==================== design 1
Fig. 1: design 1, pin placement
Bar = 20 um. Pins as bars across the die edge, other pins in gray.
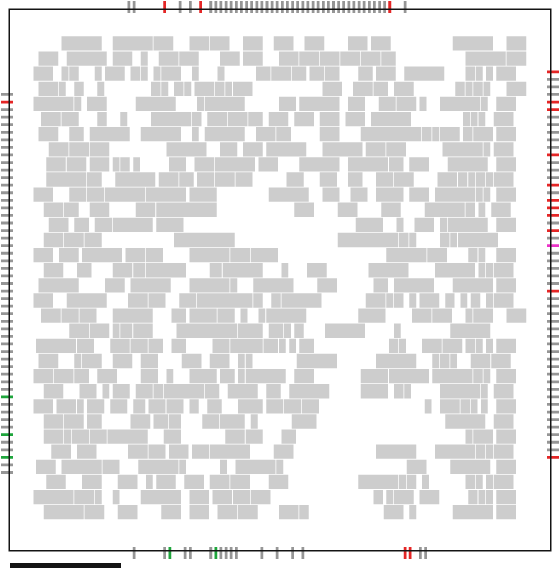

`config.mk`:
```
export PLATFORM = sky130hd
export DESIGN_NAME = regbank_arbiter
export DESIGN_NICKNAME = d
export VERILOG_FILES = /design/src/rtl/regbank_arbiter_pkg.sv /design/src/rtl/regbank_arbiter_rr.sv /design/src/rtl/regbank_arbiter.sv
export SDC_FILE = /design/constraint.sdc
export NUM_CORES = 1
export LEC_CHECK = 0
export ABC_AREA = 0
export CORE_MARGIN = 4
export CORE_UTILIZATION = 38
export CTS_CLUSTER_SIZE = 40
export DETAILED_ROUTE_END_ITERATION = 12
export PLACE_DENSITY_LB_ADDON = 0.25
export SETUP_SLACK_MARGIN = 0.3
export SLEW_MARGIN = 25
export SYNTH_ARGS = -nofsm -noshare
export SYNTH_HDL_FRONTEND = slang
export SYNTH_SLANG_ARGS = --single-unit
```
`constraint.sdc`:
```
create_clock -name clk -period 3.9 [get_ports clk]
set_clock_uncertainty 0.1 [all_clocks]
set_input_delay 0.585 -clock clk [delete_from_list [all_inputs] [get_ports clk]]
set_output_delay 0.585 -clock clk [all_outputs]
set_load 0.01 [all_outputs]
```
`src/rtl/regbank_arbiter_pkg.sv`:
```
// Shared definitions for the register-bank arbiter: FSM states and parameter defaults.
package regbank_arbiter_pkg;

    localparam int DEF_M          = 16;
    localparam int DEF_N          = 5;
    localparam int DEF_STARVE_MAX = 3;

    typedef enum logic [1:0] {
        IDLE   = 2'd0,
        WR     = 2'd1,
        RD     = 2'd2,
        RD_CAP = 2'd3
    } state_t;

endpackage

```
`src/rtl/regbank_arbiter_rr.sv`:
```
// Two-way round-robin arbiter: registered last-grant pointer, combinational grant.
module rr_arb2 (
    input  logic       clk,
    input  logic       rst,
    input  logic [1:0] i_req,
    input  logic       i_accept,
    output logic [1:0] o_gnt
);

    // 1 means requester 1 was served last, so requester 0 wins a tie
    logic r_last;

    // Grant the sole requester, or on a tie the one not served last
    always_comb begin
        o_gnt = '0;
        case (i_req)
            2'b01:   o_gnt = 2'b01;
            2'b10:   o_gnt = 2'b10;
            2'b11:   o_gnt = r_last ? 2'b01 : 2'b10;
            default: o_gnt = '0;
        endcase
    end

    // Remember which requester was served once the grant is actually taken
    always_ff @(posedge clk) begin
        if (rst) begin
            r_last <= 1'b1;
        end else if (i_accept) begin
            r_last <= o_gnt[1];
        end
    end

endmodule

```
`src/rtl/regbank_arbiter.sv`:
```
// Arbitrates two write ports and one dual-address read port onto an external register bank.
module regbank_arbiter
    import regbank_arbiter_pkg::*;
#(
    parameter int M          = DEF_M,
    parameter int N          = DEF_N,
    parameter int STARVE_MAX = DEF_STARVE_MAX
) (
    input  logic         clk,
    input  logic         rst,
    input  logic         wr0_valid,
    input  logic [N-1:0] wr0_addr,
    input  logic [M:0]   wr0_data,
    output logic         wr0_ready,
    input  logic         wr1_valid,
    input  logic [N-1:0] wr1_addr,
    input  logic [M:0]   wr1_data,
    output logic         wr1_ready,
    input  logic         rd_req,
    input  logic [N-1:0] rd_addr_1,
    input  logic [N-1:0] rd_addr_2,
    output logic         rd_ack,
    output logic         rd_valid,
    output logic [M:0]   rd_data_1,
    output logic [M:0]   rd_data_2,
    output logic         bank_write_reg,
    output logic         bank_read_reg,
    output logic [N-1:0] bank_end_write,
    output logic [M:0]   bank_write_data,
    output logic [N-1:0] bank_addr_1,
    output logic [N-1:0] bank_addr_2,
    input  logic [M:0]   bank_data_1,
    input  logic [M:0]   bank_data_2
);

    localparam int SW = (STARVE_MAX < 1) ? 1 : $clog2(STARVE_MAX + 1);
    localparam logic [SW-1:0] STARVE_TOP = SW'(STARVE_MAX);

    state_t         r_state;
    state_t         w_state_nxt;
    logic [SW-1:0]  r_starve;
    logic           r_bank_write;
    logic           r_bank_read;
    logic           r_rd_valid;
    logic [N-1:0]   r_end_write;
    logic [M:0]     r_write_data;
    logic [N-1:0]   r_addr_1;
    logic [N-1:0]   r_addr_2;
    logic [M:0]     r_rd_data_1;
    logic [M:0]     r_rd_data_2;

    logic [1:0]     w_rr_gnt;
    logic           w_wr_grant;
    logic           w_any_wr;
    logic           w_raw0;
    logic           w_raw1;
    logic           w_raw;
    logic           w_rd_win;

    rr_arb2 u_rr (
        .clk      (clk),
        .rst      (rst),
        .i_req    ({wr1_valid, wr0_valid}),
        .i_accept (w_wr_grant),
        .o_gnt    (w_rr_gnt)
    );

    assign w_any_wr = wr0_valid | wr1_valid;
    assign w_raw0   = wr0_valid && ((wr0_addr == rd_addr_1) || (wr0_addr == rd_addr_2));
    assign w_raw1   = wr1_valid && ((wr1_addr == rd_addr_1) || (wr1_addr == rd_addr_2));
    assign w_raw    = rd_req && (w_raw0 || w_raw1);
    // A pending RAW hazard always defers the read, even with the counter saturated
    assign w_rd_win = rd_req && !w_raw && ((r_starve == STARVE_TOP) || !w_any_wr);

    // State register
    always_ff @(posedge clk) begin
        if (rst) begin
            r_state <= IDLE;
        end else begin
            r_state <= w_state_nxt;
        end
    end

    // Next state and combinational grants; grants only from IDLE and never during reset
    always_comb begin
        w_state_nxt = r_state;
        wr0_ready   = 1'b0;
        wr1_ready   = 1'b0;
        rd_ack      = 1'b0;
        w_wr_grant  = 1'b0;
        case (r_state)
            IDLE: begin
                if (!rst) begin
                    if (w_rd_win) begin
                        rd_ack      = 1'b1;
                        w_state_nxt = RD;
                    end else if (w_any_wr) begin
                        w_wr_grant  = 1'b1;
                        wr0_ready   = w_rr_gnt[0];
                        wr1_ready   = w_rr_gnt[1];
                        w_state_nxt = WR;
                    end
                end
            end
            WR:      w_state_nxt = IDLE;
            RD:      w_state_nxt = RD_CAP;
            RD_CAP:  w_state_nxt = IDLE;
            default: w_state_nxt = IDLE;
        endcase
    end

    // Bank strobes, captured addresses/data, read results and starvation count
    always_ff @(posedge clk) begin
        if (rst) begin
            r_bank_write <= 1'b0;
            r_bank_read  <= 1'b0;
            r_rd_valid   <= 1'b0;
            r_end_write  <= '0;
            r_write_data <= '0;
            r_addr_1     <= '0;
            r_addr_2     <= '0;
            r_rd_data_1  <= '0;
            r_rd_data_2  <= '0;
            r_starve     <= '0;
        end else begin
            r_bank_write <= w_wr_grant;
            r_bank_read  <= rd_ack;
            r_rd_valid   <= (r_state == RD_CAP);
            if (w_wr_grant) begin
                r_end_write  <= w_rr_gnt[1] ? wr1_addr : wr0_addr;
                r_write_data <= w_rr_gnt[1] ? wr1_data : wr0_data;
            end
            if (rd_ack) begin
                r_addr_1 <= rd_addr_1;
                r_addr_2 <= rd_addr_2;
            end
            if (r_state == RD_CAP) begin
                r_rd_data_1 <= bank_data_1;
                r_rd_data_2 <= bank_data_2;
            end
            if (!rd_req || rd_ack) begin
                r_starve <= '0;
            end else if (w_wr_grant && (r_starve != STARVE_TOP)) begin
                r_starve <= r_starve + 1'b1;
            end
        end
    end

    assign bank_write_reg  = r_bank_write;
    assign bank_read_reg   = r_bank_read;
    assign bank_end_write  = r_end_write;
    assign bank_write_data = r_write_data;
    assign bank_addr_1     = r_addr_1;
    assign bank_addr_2     = r_addr_2;
    assign rd_valid        = r_rd_valid;
    assign rd_data_1       = r_rd_data_1;
    assign rd_data_2       = r_rd_data_2;

endmodule
```
==================== design 2
==> src/rtl/core_mem_responder_pkg.sv <==
// ============================================================================
// core_mem_responder_pkg : shared state encoding and widths | rev 1.0
// ============================================================================
`default_nettype none

package core_mem_responder_pkg;

    localparam int c_BE_WIDTH = 4;

    typedef enum logic [2:0] {
        ST_IDLE   = 3'd0,
        ST_D_REQ  = 3'd1,
        ST_D_WAIT = 3'd2,
        ST_I_REQ  = 3'd3,
        ST_I_WAIT = 3'd4,
        ST_DONE   = 3'd5
    } state_t;

    // IDLE and DONE are the only states in which the core may advance.
    function automatic logic is_busy(input state_t s);
        return !((s == ST_IDLE) || (s == ST_DONE));
    endfunction

endpackage

`default_nettype wire

==> src/rtl/core_mem_responder_if.sv <==
// ============================================================================
// core_mem_responder_if : backing-memory valid/ready request and response bus | rev 1.0
// ============================================================================
`default_nettype none

interface core_mem_responder_if
    import core_mem_responder_pkg::*;
#(
    parameter int AWIDTH = 32,
    parameter int DWIDTH = 32
) ();

    logic                  mem_req_valid;
    logic                  mem_req_ready;
    logic [AWIDTH-1:0]     mem_req_addr;
    logic [c_BE_WIDTH-1:0] mem_req_we;
    logic [DWIDTH-1:0]     mem_req_wdata;
    logic                  mem_resp_valid;
    logic [DWIDTH-1:0]     mem_resp_data;

    modport master (
        output mem_req_valid, mem_req_addr, mem_req_we, mem_req_wdata,
        input  mem_req_ready, mem_resp_valid, mem_resp_data
    );

    modport slave (
        input  mem_req_valid, mem_req_addr, mem_req_we, mem_req_wdata,
        output mem_req_ready, mem_resp_valid, mem_resp_data
    );

endinterface

`default_nettype wire

==> src/rtl/core_mem_responder_sat_counter32.sv <==
// ============================================================================
// sat_counter32 : 32-bit enable counter, saturating at all-ones | rev 1.0
// ============================================================================
`default_nettype none

module sat_counter32 (
    input  wire logic        clk,
    input  wire logic        clr_n,
    input  wire logic        en,
    output logic      [31:0] count
);

    logic [31:0] r_count;

    always_ff @(posedge clk or negedge clr_n) begin
        if (!clr_n) begin
            r_count <= '0;
        end else if (en && (r_count != 32'hFFFF_FFFF)) begin
            r_count <= r_count + 32'd1;
        end
    end

    assign count = r_count;

endmodule

`default_nettype wire

==> src/rtl/core_mem_responder.sv <==
// ============================================================================
// core_mem_responder : serialises core icache/dcache requests onto one memory | rev 1.0
// ============================================================================
`default_nettype none

module core_mem_responder
    import core_mem_responder_pkg::*;
#(
    parameter int AWIDTH     = 32,
    parameter int DWIDTH     = 32,
    parameter bit WORD_ALIGN = 1'b1
) (
    input  wire logic                  clk,
    input  wire logic                  reset,
    input  wire logic [AWIDTH-1:0]     icache_addr,
    input  wire logic                  icache_re,
    output logic      [DWIDTH-1:0]     icache_dout,
    input  wire logic [AWIDTH-1:0]     dcache_addr,
    input  wire logic                  dcache_re,
    input  wire logic [c_BE_WIDTH-1:0] dcache_we,
    input  wire logic [DWIDTH-1:0]     dcache_din,
    output logic      [DWIDTH-1:0]     dcache_dout,
    output logic                       stall,
    core_mem_responder_if.master       mem,
    output logic      [31:0]           stall_cycles
);

    localparam logic [AWIDTH-1:0] c_ALIGN_MASK =
        WORD_ALIGN ? {{(AWIDTH-2){1'b1}}, 2'b00} : {AWIDTH{1'b1}};

    state_t                r_state;
    state_t                w_next;
    logic [AWIDTH-1:0]     r_iaddr;
    logic [AWIDTH-1:0]     r_daddr;
    logic [DWIDTH-1:0]     r_din;
    logic [c_BE_WIDTH-1:0] r_we;
    logic                  r_i_pend;
    logic                  r_d_pend;
    logic [DWIDTH-1:0]     r_idout;
    logic [DWIDTH-1:0]     r_ddout;
    logic                  w_capture;
    logic                  w_d_req_in;
    logic                  w_req_valid;
    logic [AWIDTH-1:0]     w_addr_sel;
    logic [c_BE_WIDTH-1:0] w_req_we;
    logic [DWIDTH-1:0]     w_req_wdata;

    assign w_capture  = !is_busy(r_state);
    assign w_d_req_in = dcache_re | (|dcache_we);
    assign stall      = is_busy(r_state);

    always_ff @(posedge clk or negedge reset) begin
        if (!reset) begin
            r_state <= ST_IDLE;
        end else begin
            r_state <= w_next;
        end
    end

    // Data access is always serviced before the instruction fetch.
    always_comb begin
        w_next      = r_state;
        w_req_valid = 1'b0;
        w_addr_sel  = '0;
        w_req_we    = '0;
        w_req_wdata = '0;
        case (r_state)
            ST_IDLE, ST_DONE: begin
                if (w_d_req_in)     w_next = ST_D_REQ;
                else if (icache_re) w_next = ST_I_REQ;
                else                w_next = ST_IDLE;
            end
            ST_D_REQ: begin
                w_req_valid = 1'b1;
                w_addr_sel  = r_daddr;
                w_req_we    = r_we;
                w_req_wdata = r_din;
                if (mem.mem_req_ready) w_next = ST_D_WAIT;
            end
            ST_D_WAIT: begin
                if (mem.mem_resp_valid) w_next = r_i_pend ? ST_I_REQ : ST_DONE;
            end
            ST_I_REQ: begin
                w_req_valid = 1'b1;
                w_addr_sel  = r_iaddr;
                if (mem.mem_req_ready) w_next = ST_I_WAIT;
            end
            ST_I_WAIT: begin
                if (mem.mem_resp_valid) w_next = ST_DONE;
            end
            default: w_next = ST_IDLE;
        endcase
    end

    always_ff @(posedge clk or negedge reset) begin
        if (!reset) begin
            r_iaddr  <= '0;
            r_daddr  <= '0;
            r_din    <= '0;
            r_we     <= '0;
            r_i_pend <= 1'b0;
            r_d_pend <= 1'b0;
            r_idout  <= '0;
            r_ddout  <= '0;
        end else begin
            if (w_capture) begin
                r_iaddr  <= icache_addr;
                r_daddr  <= dcache_addr;
                r_din    <= dcache_din;
                r_we     <= dcache_we;
                r_i_pend <= icache_re;
                r_d_pend <= w_d_req_in;
            end
            // Write acks carry no data, so only a read response touches dcache_dout.
            if ((r_state == ST_D_WAIT) && mem.mem_resp_valid && r_d_pend && (r_we == '0)) begin
                r_ddout <= mem.mem_resp_data;
            end
            if ((r_state == ST_I_WAIT) && mem.mem_resp_valid) begin
                r_idout <= mem.mem_resp_data;
            end
        end
    end

    assign mem.mem_req_valid = w_req_valid;
    assign mem.mem_req_addr  = w_addr_sel & c_ALIGN_MASK;
    assign mem.mem_req_we    = w_req_we;
    assign mem.mem_req_wdata = w_req_wdata;
    assign icache_dout       = r_idout;
    assign dcache_dout       = r_ddout;

    sat_counter32 u_stall_cnt (
        .clk   (clk),
        .clr_n (reset),
        .en    (stall),
        .count (stall_cycles)
    );

endmodule

`default_nettype wire
==> src/flat_wrapper.sv <==
// flat-port wrapper written by rule: the top's interface ports become plain ports
module core_mem_responder_flat import core_mem_responder_pkg::*;
#(
    parameter int AWIDTH     = 32,
    parameter int DWIDTH     = 32,
    parameter bit WORD_ALIGN = 1'b1
)
  (clk, reset, icache_addr, icache_re, icache_dout, dcache_addr, dcache_re, dcache_we, dcache_din, dcache_dout, stall, stall_cycles, mem_mem_req_valid, mem_mem_req_addr, mem_mem_req_we, mem_mem_req_wdata, mem_mem_req_ready, mem_mem_resp_valid, mem_mem_resp_data);
  core_mem_responder_if #(.AWIDTH(AWIDTH), .DWIDTH(DWIDTH)) mem_i ();
  input  wire logic clk;
  input  wire logic reset;
  input  wire logic [AWIDTH-1:0] icache_addr;
  input  wire logic icache_re;
  output logic      [DWIDTH-1:0] icache_dout;
  input  wire logic [AWIDTH-1:0] dcache_addr;
  input  wire logic dcache_re;
  input  wire logic [c_BE_WIDTH-1:0] dcache_we;
  input  wire logic [DWIDTH-1:0] dcache_din;
  output logic      [DWIDTH-1:0] dcache_dout;
  output logic stall;
  output logic      [31:0] stall_cycles;
  output wire logic [$bits(mem_i.mem_req_valid)-1:0] mem_mem_req_valid;
  output wire logic [$bits(mem_i.mem_req_addr)-1:0] mem_mem_req_addr;
  output wire logic [$bits(mem_i.mem_req_we)-1:0] mem_mem_req_we;
  output wire logic [$bits(mem_i.mem_req_wdata)-1:0] mem_mem_req_wdata;
  input wire logic [$bits(mem_i.mem_req_ready)-1:0] mem_mem_req_ready;
  input wire logic [$bits(mem_i.mem_resp_valid)-1:0] mem_mem_resp_valid;
  input wire logic [$bits(mem_i.mem_resp_data)-1:0] mem_mem_resp_data;
  assign mem_mem_req_valid = mem_i.mem_req_valid;
  assign mem_mem_req_addr = mem_i.mem_req_addr;
  assign mem_mem_req_we = mem_i.mem_req_we;
  assign mem_mem_req_wdata = mem_i.mem_req_wdata;
  assign mem_i.mem_req_ready = mem_mem_req_ready;
  assign mem_i.mem_resp_valid = mem_mem_resp_valid;
  assign mem_i.mem_resp_data = mem_mem_resp_data;
  core_mem_responder #(.AWIDTH(AWIDTH), .DWIDTH(DWIDTH), .WORD_ALIGN(WORD_ALIGN)) u_core (.clk(clk), .reset(reset), .icache_addr(icache_addr), .icache_re(icache_re), .icache_dout(icache_dout), .dcache_addr(dcache_addr), .dcache_re(dcache_re), .dcache_we(dcache_we), .dcache_din(dcache_din), .dcache_dout(dcache_dout), .stall(stall), .mem(mem_i), .stall_cycles(stall_cycles));
endmodule
==> config.mk <==
export PLATFORM = sky130hd
export DESIGN_NAME = core_mem_responder_flat
export DESIGN_NICKNAME = d
export VERILOG_FILES = /design/src/rtl/core_mem_responder_pkg.sv /design/src/rtl/core_mem_responder_if.sv /design/src/rtl/core_mem_responder_sat_counter32.sv /design/src/rtl/core_mem_responder.sv /design/src/flat_wrapper.sv
export SDC_FILE = /design/constraint.sdc
export NUM_CORES = 1
export LEC_CHECK = 0
export ABC_AREA = 1
export CAP_MARGIN = 20
export CORE_MARGIN = 2
export CORE_UTILIZATION = 46
export DETAILED_ROUTE_END_ITERATION = 16
export GPL_ROUTABILITY_DRIVEN = 0
export GPL_TIMING_DRIVEN = 1
export HOLD_SLACK_MARGIN = 0.15
export PLACE_DENSITY = 0.82
export SYNTH_ARGS = -nofsm -noshare
export SYNTH_HDL_FRONTEND = slang
export SYNTH_SLANG_ARGS = --single-unit
==> constraint.sdc <==
create_clock -name clk -period 2.3 [get_ports clk]
set_clock_uncertainty 0.15 [all_clocks]
set_input_delay 0.345 -clock clk [delete_from_list [all_inputs] [get_ports clk]]
set_output_delay 0.345 -clock clk [all_outputs]
set_load 0.01 [all_outputs]
==================== design 3
$ cat config.mk
export PLATFORM = sky130hd
export DESIGN_NAME = fetch_buffer
export DESIGN_NICKNAME = d
export VERILOG_FILES = /design/src/rtl/fetch_buffer.sv
export SDC_FILE = /design/constraint.sdc
export NUM_CORES = 1
export LEC_CHECK = 0
export ABC_AREA = 1
export CORE_UTILIZATION = 40
export DETAILED_ROUTE_END_ITERATION = 12
export HOLD_SLACK_MARGIN = 0.08
export PLACE_DENSITY_LB_ADDON = 0.05
export SLEW_MARGIN = 20
export SYNTH_ARGS = -nofsm -noshare
export SYNTH_HDL_FRONTEND = slang
export SYNTH_SLANG_ARGS = --single-unit
$ cat constraint.sdc
create_clock -name clk -period 2 [get_ports clk]
set_input_delay 0.2 -clock clk [delete_from_list [all_inputs] [get_ports clk]]
set_output_delay 0.2 -clock clk [all_outputs]
set_load 0.01 [all_outputs]
$ cat src/rtl/fetch_buffer.sv
// Instruction prefetch buffer: circular FIFO of {pc, inst} pairs between fetch
// and decode, with a single-cycle flush for EX-stage redirects.
module fetch_buffer #(
  parameter int unsigned XLEN    = 32,
  parameter int unsigned PC_BITS = 5,
  parameter int unsigned DEPTH   = 4,
  parameter int unsigned CNT_W   = $clog2(DEPTH) + 1
) (
  input  logic               clk,
  input  logic               rst,
  input  logic               flush,
  input  logic               F_valid,
  input  logic [PC_BITS-1:0] F_pc,
  input  logic [XLEN-1:0]    F_inst,
  output logic               F_ready,
  output logic               D_valid,
  output logic [PC_BITS-1:0] D_pc,
  output logic [XLEN-1:0]    D_inst,
  input  logic               D_ready,
  output logic [CNT_W-1:0]   count
);

  localparam int unsigned PtrW = $clog2(DEPTH);

  logic [PC_BITS-1:0] pc_mem_q   [DEPTH];
  logic [XLEN-1:0]    inst_mem_q [DEPTH];

  logic [PtrW-1:0]  wr_ptr_q, wr_ptr_d;
  logic [PtrW-1:0]  rd_ptr_q, rd_ptr_d;
  logic [CNT_W-1:0] count_q, count_d;

  logic push, pop;

  // Ready/valid come from registered occupancy only, so F_ready never
  // depends on D_ready.
  always_comb begin
    F_ready = (count_q != CNT_W'(DEPTH));
    D_valid = (count_q != '0);
    D_pc    = pc_mem_q[rd_ptr_q];
    D_inst  = inst_mem_q[rd_ptr_q];
    count   = count_q;
    push    = F_valid & F_ready;
    pop     = D_valid & D_ready;
  end

  // Next-state for pointers and occupancy; flush overrides any handshake.
  always_comb begin
    wr_ptr_d = wr_ptr_q;
    rd_ptr_d = rd_ptr_q;
    count_d  = count_q;
    if (flush) begin
      wr_ptr_d = '0;
      rd_ptr_d = '0;
      count_d  = '0;
    end else begin
      // Power-of-two depth: pointer overflow is the wrap.
      if (push) wr_ptr_d = wr_ptr_q + PtrW'(1);
      if (pop)  rd_ptr_d = rd_ptr_q + PtrW'(1);
      unique case ({push, pop})
        2'b10:   count_d = count_q + CNT_W'(1);
        2'b01:   count_d = count_q - CNT_W'(1);
        default: count_d = count_q;
      endcase
    end
  end

  // Pointer and occupancy registers.
  always_ff @(posedge clk) begin
    if (rst) begin
      wr_ptr_q <= '0;
      rd_ptr_q <= '0;
      count_q  <= '0;
    end else begin
      wr_ptr_q <= wr_ptr_d;
      rd_ptr_q <= rd_ptr_d;
      count_q  <= count_d;
    end
  end

  // Storage: cleared on reset so the head reads zero; left intact by flush.
  always_ff @(posedge clk) begin
    if (rst) begin
      for (int i = 0; i < int'(DEPTH); i++) begin
        pc_mem_q[i]   <= '0;
        inst_mem_q[i] <= '0;
      end
    end else if (!flush && push) begin
      pc_mem_q[wr_ptr_q]   <= F_pc;
      inst_mem_q[wr_ptr_q] <= F_inst;
    end
  end

endmodule


==> layout pictures side by side <==
Placed standard cells.
picture 1
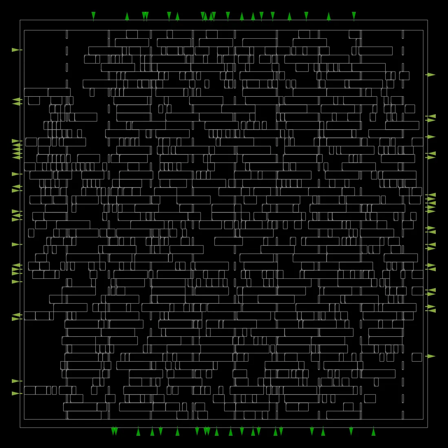
picture 2
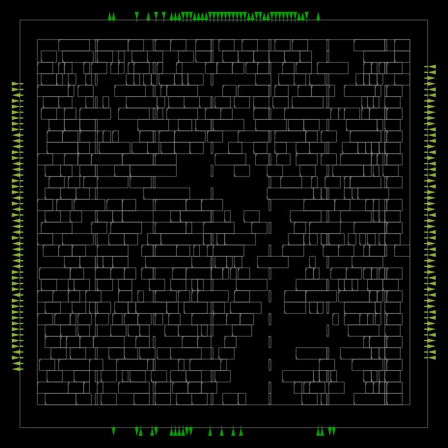
picture 3
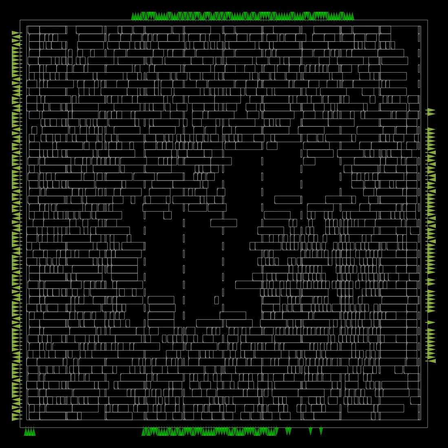
- picture 2 = design 1
- picture 1 = design 3
- picture 3 = design 2
- fewest sequential cells: picture 2

Fig. 2: design 1, cell area per tile
10 x 10 tiles, from white (low) to dark blue (high), 0 to 100% covered.
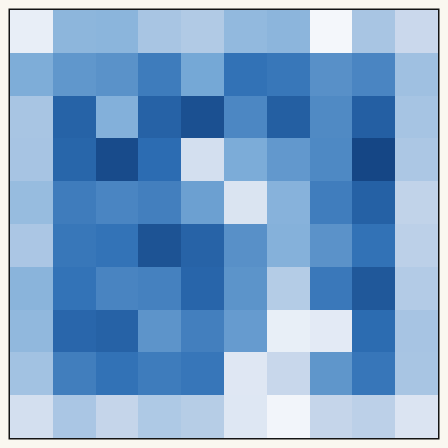
fullest tile: 91%
tiles over 75% full: 17%
mean over tiles: 52%

Fig. 3: design 1, close-up of the layout
Region (63, 63) to (83, 83) um. Cells in gray, sequential cells in the stronger gray; small squares are vias.
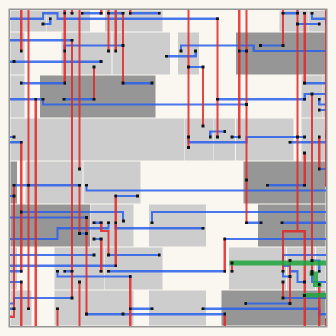
legend:
  red:
    layer: met2
  green:
    layer: met3
  blue:
    layer: met1
sequential cells in the window: 6
netlist names of flops here include: `rd_data_1` (4), `bank_write_data` (2)
most frequent: clkdlybuf4s50_1 (10), dfxtp_1 (6)
cells with their middle in the window: 30

## Picture notes: Fig. 1
legend:
  magenta:
    port: `bank_write_reg`
    pins: 1
    direction: output
    edge: right
  red:
    port: `bank_data_1`
    pins: 17
    direction: input
    edge: 11 right, 3 top, 2 bottom, 1 left
  green:
    port: `rd_addr_1`
    pins: 5
    direction: input
    edge: 3 left, 2 bottom
all pins by edge: 52 right, 51 left, 43 top, 19 bottom

==> notes.md, design 1 <==
run metrics: Die Size between 9000 and 10000 um2, Synth top cell by count dfxtp_1, setup bufs post-CTS 0, Vias around 2900, met2 capacity usage during global routing 0.321, worst skew pair latency ~330 ps, WL met2 between 4 and 5 mm, fillcell total approximately 640, Post-synth seq share 0.491, most frequent cells in the layout clkdlybuf4s50_1 (162), dfxtp_1 (74), nand2_1 (73), Post-synth regs approximately 74, flop share of the area 0.295, Tapcells between 100 and 150, Levels on crit path 7, min-delay worst type register to register, share of cells above drive strength 1 0.0635, Yosys Chip Area around 3000 um2, grt peak-use layer met2, GP Congestion 0.793, status completed, Net Sw Power ~0.44 mW, Slew HR 0.451, inverter count 2, leakage around 1.7 nW, Global Route Usage Sum 0.195, Comb pwr share 0.167, TritonCTS Buffers 9, ys async rst share 0, Pwr Total between 1.5 and 2 mW, Final setup viols 0, Final HPWL DP slightly below 7 mm, reg2reg start r_starve[0], clock power share 0.425, met1 WL slightly above 4 mm, clkbuf count 10, cts hold-fix bufs 0, cell-internal power 1.55 mW, DRC 0, RSZ-0062 raised after global routing false, Top area cell types dfxtp_1 (49%), nand2_1 (9.1%), o2bb2ai_1 (6.4%), Die X 97.1 um, Hold Path Origin rd_data_2[8], CP endpoint wr0_ready, Least-Margin Pin Slew 822 ps, Max-Cap Viols 0, Place WS between 300 and 400 ps, nets roughly 580, placed cell area 4730 um2, dominant kind of combinational cell AND-OR/OR-AND gates, cycle use final 0.885, Seq. pwr between 0.8 and 0.9 mW, top_reg_cell synth dfxtp_1, Post-synth EDFFs 0, Die Ht a little under 100 um, combinational share of cell area 0.287
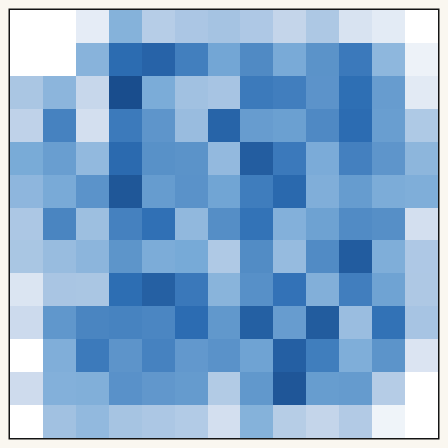
Fig. 4. Cell area per tile (design 3).
13 x 13 tiles, from white (low) to dark blue (high), 0 to 100% covered.
tiles over 75% full: 10%
mean over tiles: 49%
emptiest ninth of the die: top left
fullest tile: 88%
nearly empty tiles: 5.3%

==> notes.md, design 3 <==
run metrics: status completed, grt peak-use layer met2, clk tree area frac 0.0727, Dominant cell area share 0.638, combinational power between 0.6 and 0.7 mW, worst hold path depth 3, final design utilization 0.536, CP startpoint kind register, Initial DRC Count ~380, Die Ht around 130 um, Post-synth regs around 160, number of global-route vias before repair roughly 5000, dominant kind of combinational cell simple AND/OR/NAND/NOR gates, CTS tree yes, GP Congestion about 0.75, clkbuf count 19, met3 routed WL roughly 840 um, largest reg by FF count inst_mem_q, xor+xnor area frac 0, Die X roughly 130 um, ys async rst share 0, reg2reg start count[1], flop share of the area 0.516, row cnt around 47, Worst R2R Path Depth 12, Largest stage delay, worst path about 370 ps, setup bufs post-CTS 0, met1 WL about 8 mm, P&R area growth vs syn 29.0%, largest net degree at the start of global routing 38, clock power share 0.444, DRT Pass-1 Iters 4, Post-synth EDFFs about 150, top_reg_cell synth edfxtp_1, Compound Share, Synth 0.0908, signal buffers share of area 0.142, global route overflow 0, Comb pwr share 0.086, CTS clk-pin slew, worst paths around 60 ps, fa+ha+maj area frac 0.00467, final WL 17.3 mm, Place WS around 92 ps, GR Util met3 0.0537, design area 8980 um2, most numerous logic cell after layout nor2_1, Hold WS 472 ps, PD cells between 800 and 900 nW/um2, via/cell ratio 5.01, Post-synth seq share 0.664, share of cells above drive strength 1 0.140, arrival time at the worst endpoint about 1800 ps, Synth mux share 0, final worst slack about 51 ps, reg2reg setup slack about 200 ps, min-delay worst type input pin to register, cell-internal power ~6.4 mW, CP top delay family buffers and inverters, Sequential cell area ~4600 um2, Tapcells roughly 220, Synth top cell by count nor2_1, syn avg cell area roughly 11 um2, Net Sw Power about 1.7 mW, nets approximately 800, Clock group 3.59 mW, critical path, cell by cell inv_4 > bufbuf_16 > nor2_1 > o22ai_1 > dlygate4sd2_1, Yosys cell types 25, most frequent cells in the layout nor2_1 (201), edfxtp_1 (148), o21ai_0 (71), cell count after synthesis roughly 640, fp_density 0.415
Fig. 5: design 2, close-up of the layout
Region (98, 98) to (118, 118) um. Cells in gray, sequential cells in the stronger gray; small squares are vias.
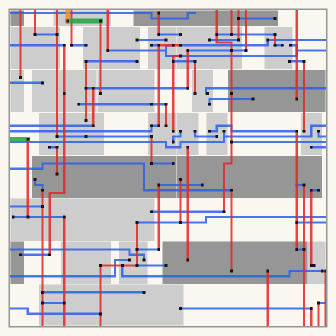
legend:
  green:
    layer: met3
  blue:
    layer: met1
  orange:
    layer: met4
  red:
    layer: met2
cells with their middle in the window: 22
netlist names of flops here include: `u_core.dcache_dout` (2)
sequential cells in the window: 4
most frequent: nand2_1 (4), dfrtp_1 (4)

Fig. 6: design 2, cell sizes after repair
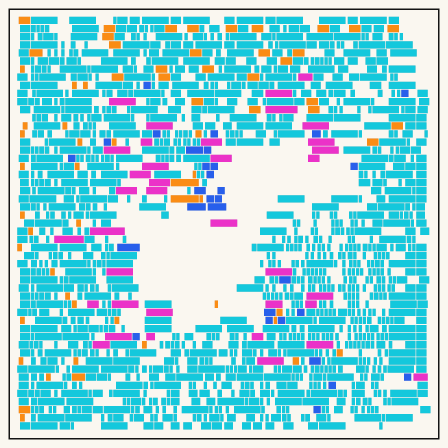
legend:
  magenta:
    size: drive 6 and up
    cells: 36
    share: 2.6%
  orange:
    size: drive 2
    cells: 63
    share: 4.5%
  blue:
    size: drive 3 to 4
    cells: 30
    share: 2.2%
  cyan:
    size: drive 1 or less
    cells: 1265
    share: 91%

==> notes.md, design 2 <==
run metrics: clkbuf count 19, design area roughly 13000 um2, top sig layer met4, Mapped Area between 8000 and 9000 um2, MI comb area roughly 3400 um2, min-delay worst type input pin to asynchronous set/reset pin, Levels on crit path 5, largest power group combinational logic, reg2reg setup slack between 300 and 400 ps, share of cells above drive strength 1 0.0925, final WL 25.0 mm, Die Size just over 20000 um2, Final setup viols 0, Comb pwr share 0.451, Initial DRC Count between 400 and 500, initial antenna violation count 0, cell count after synthesis between 1000 and 1500, row cnt 51, CTS clk-pin slew, worst paths 80 ps, final worst slack between 50 and 60 ps, xor+xnor area frac 0.0127, registers 197, Seq. pwr 5.55 mW, slowest CP cell dfrtp_2, placed cells between 1500 and 2000, status completed

Power figures rest on the tool's default switching activity, not on a simulated workload.
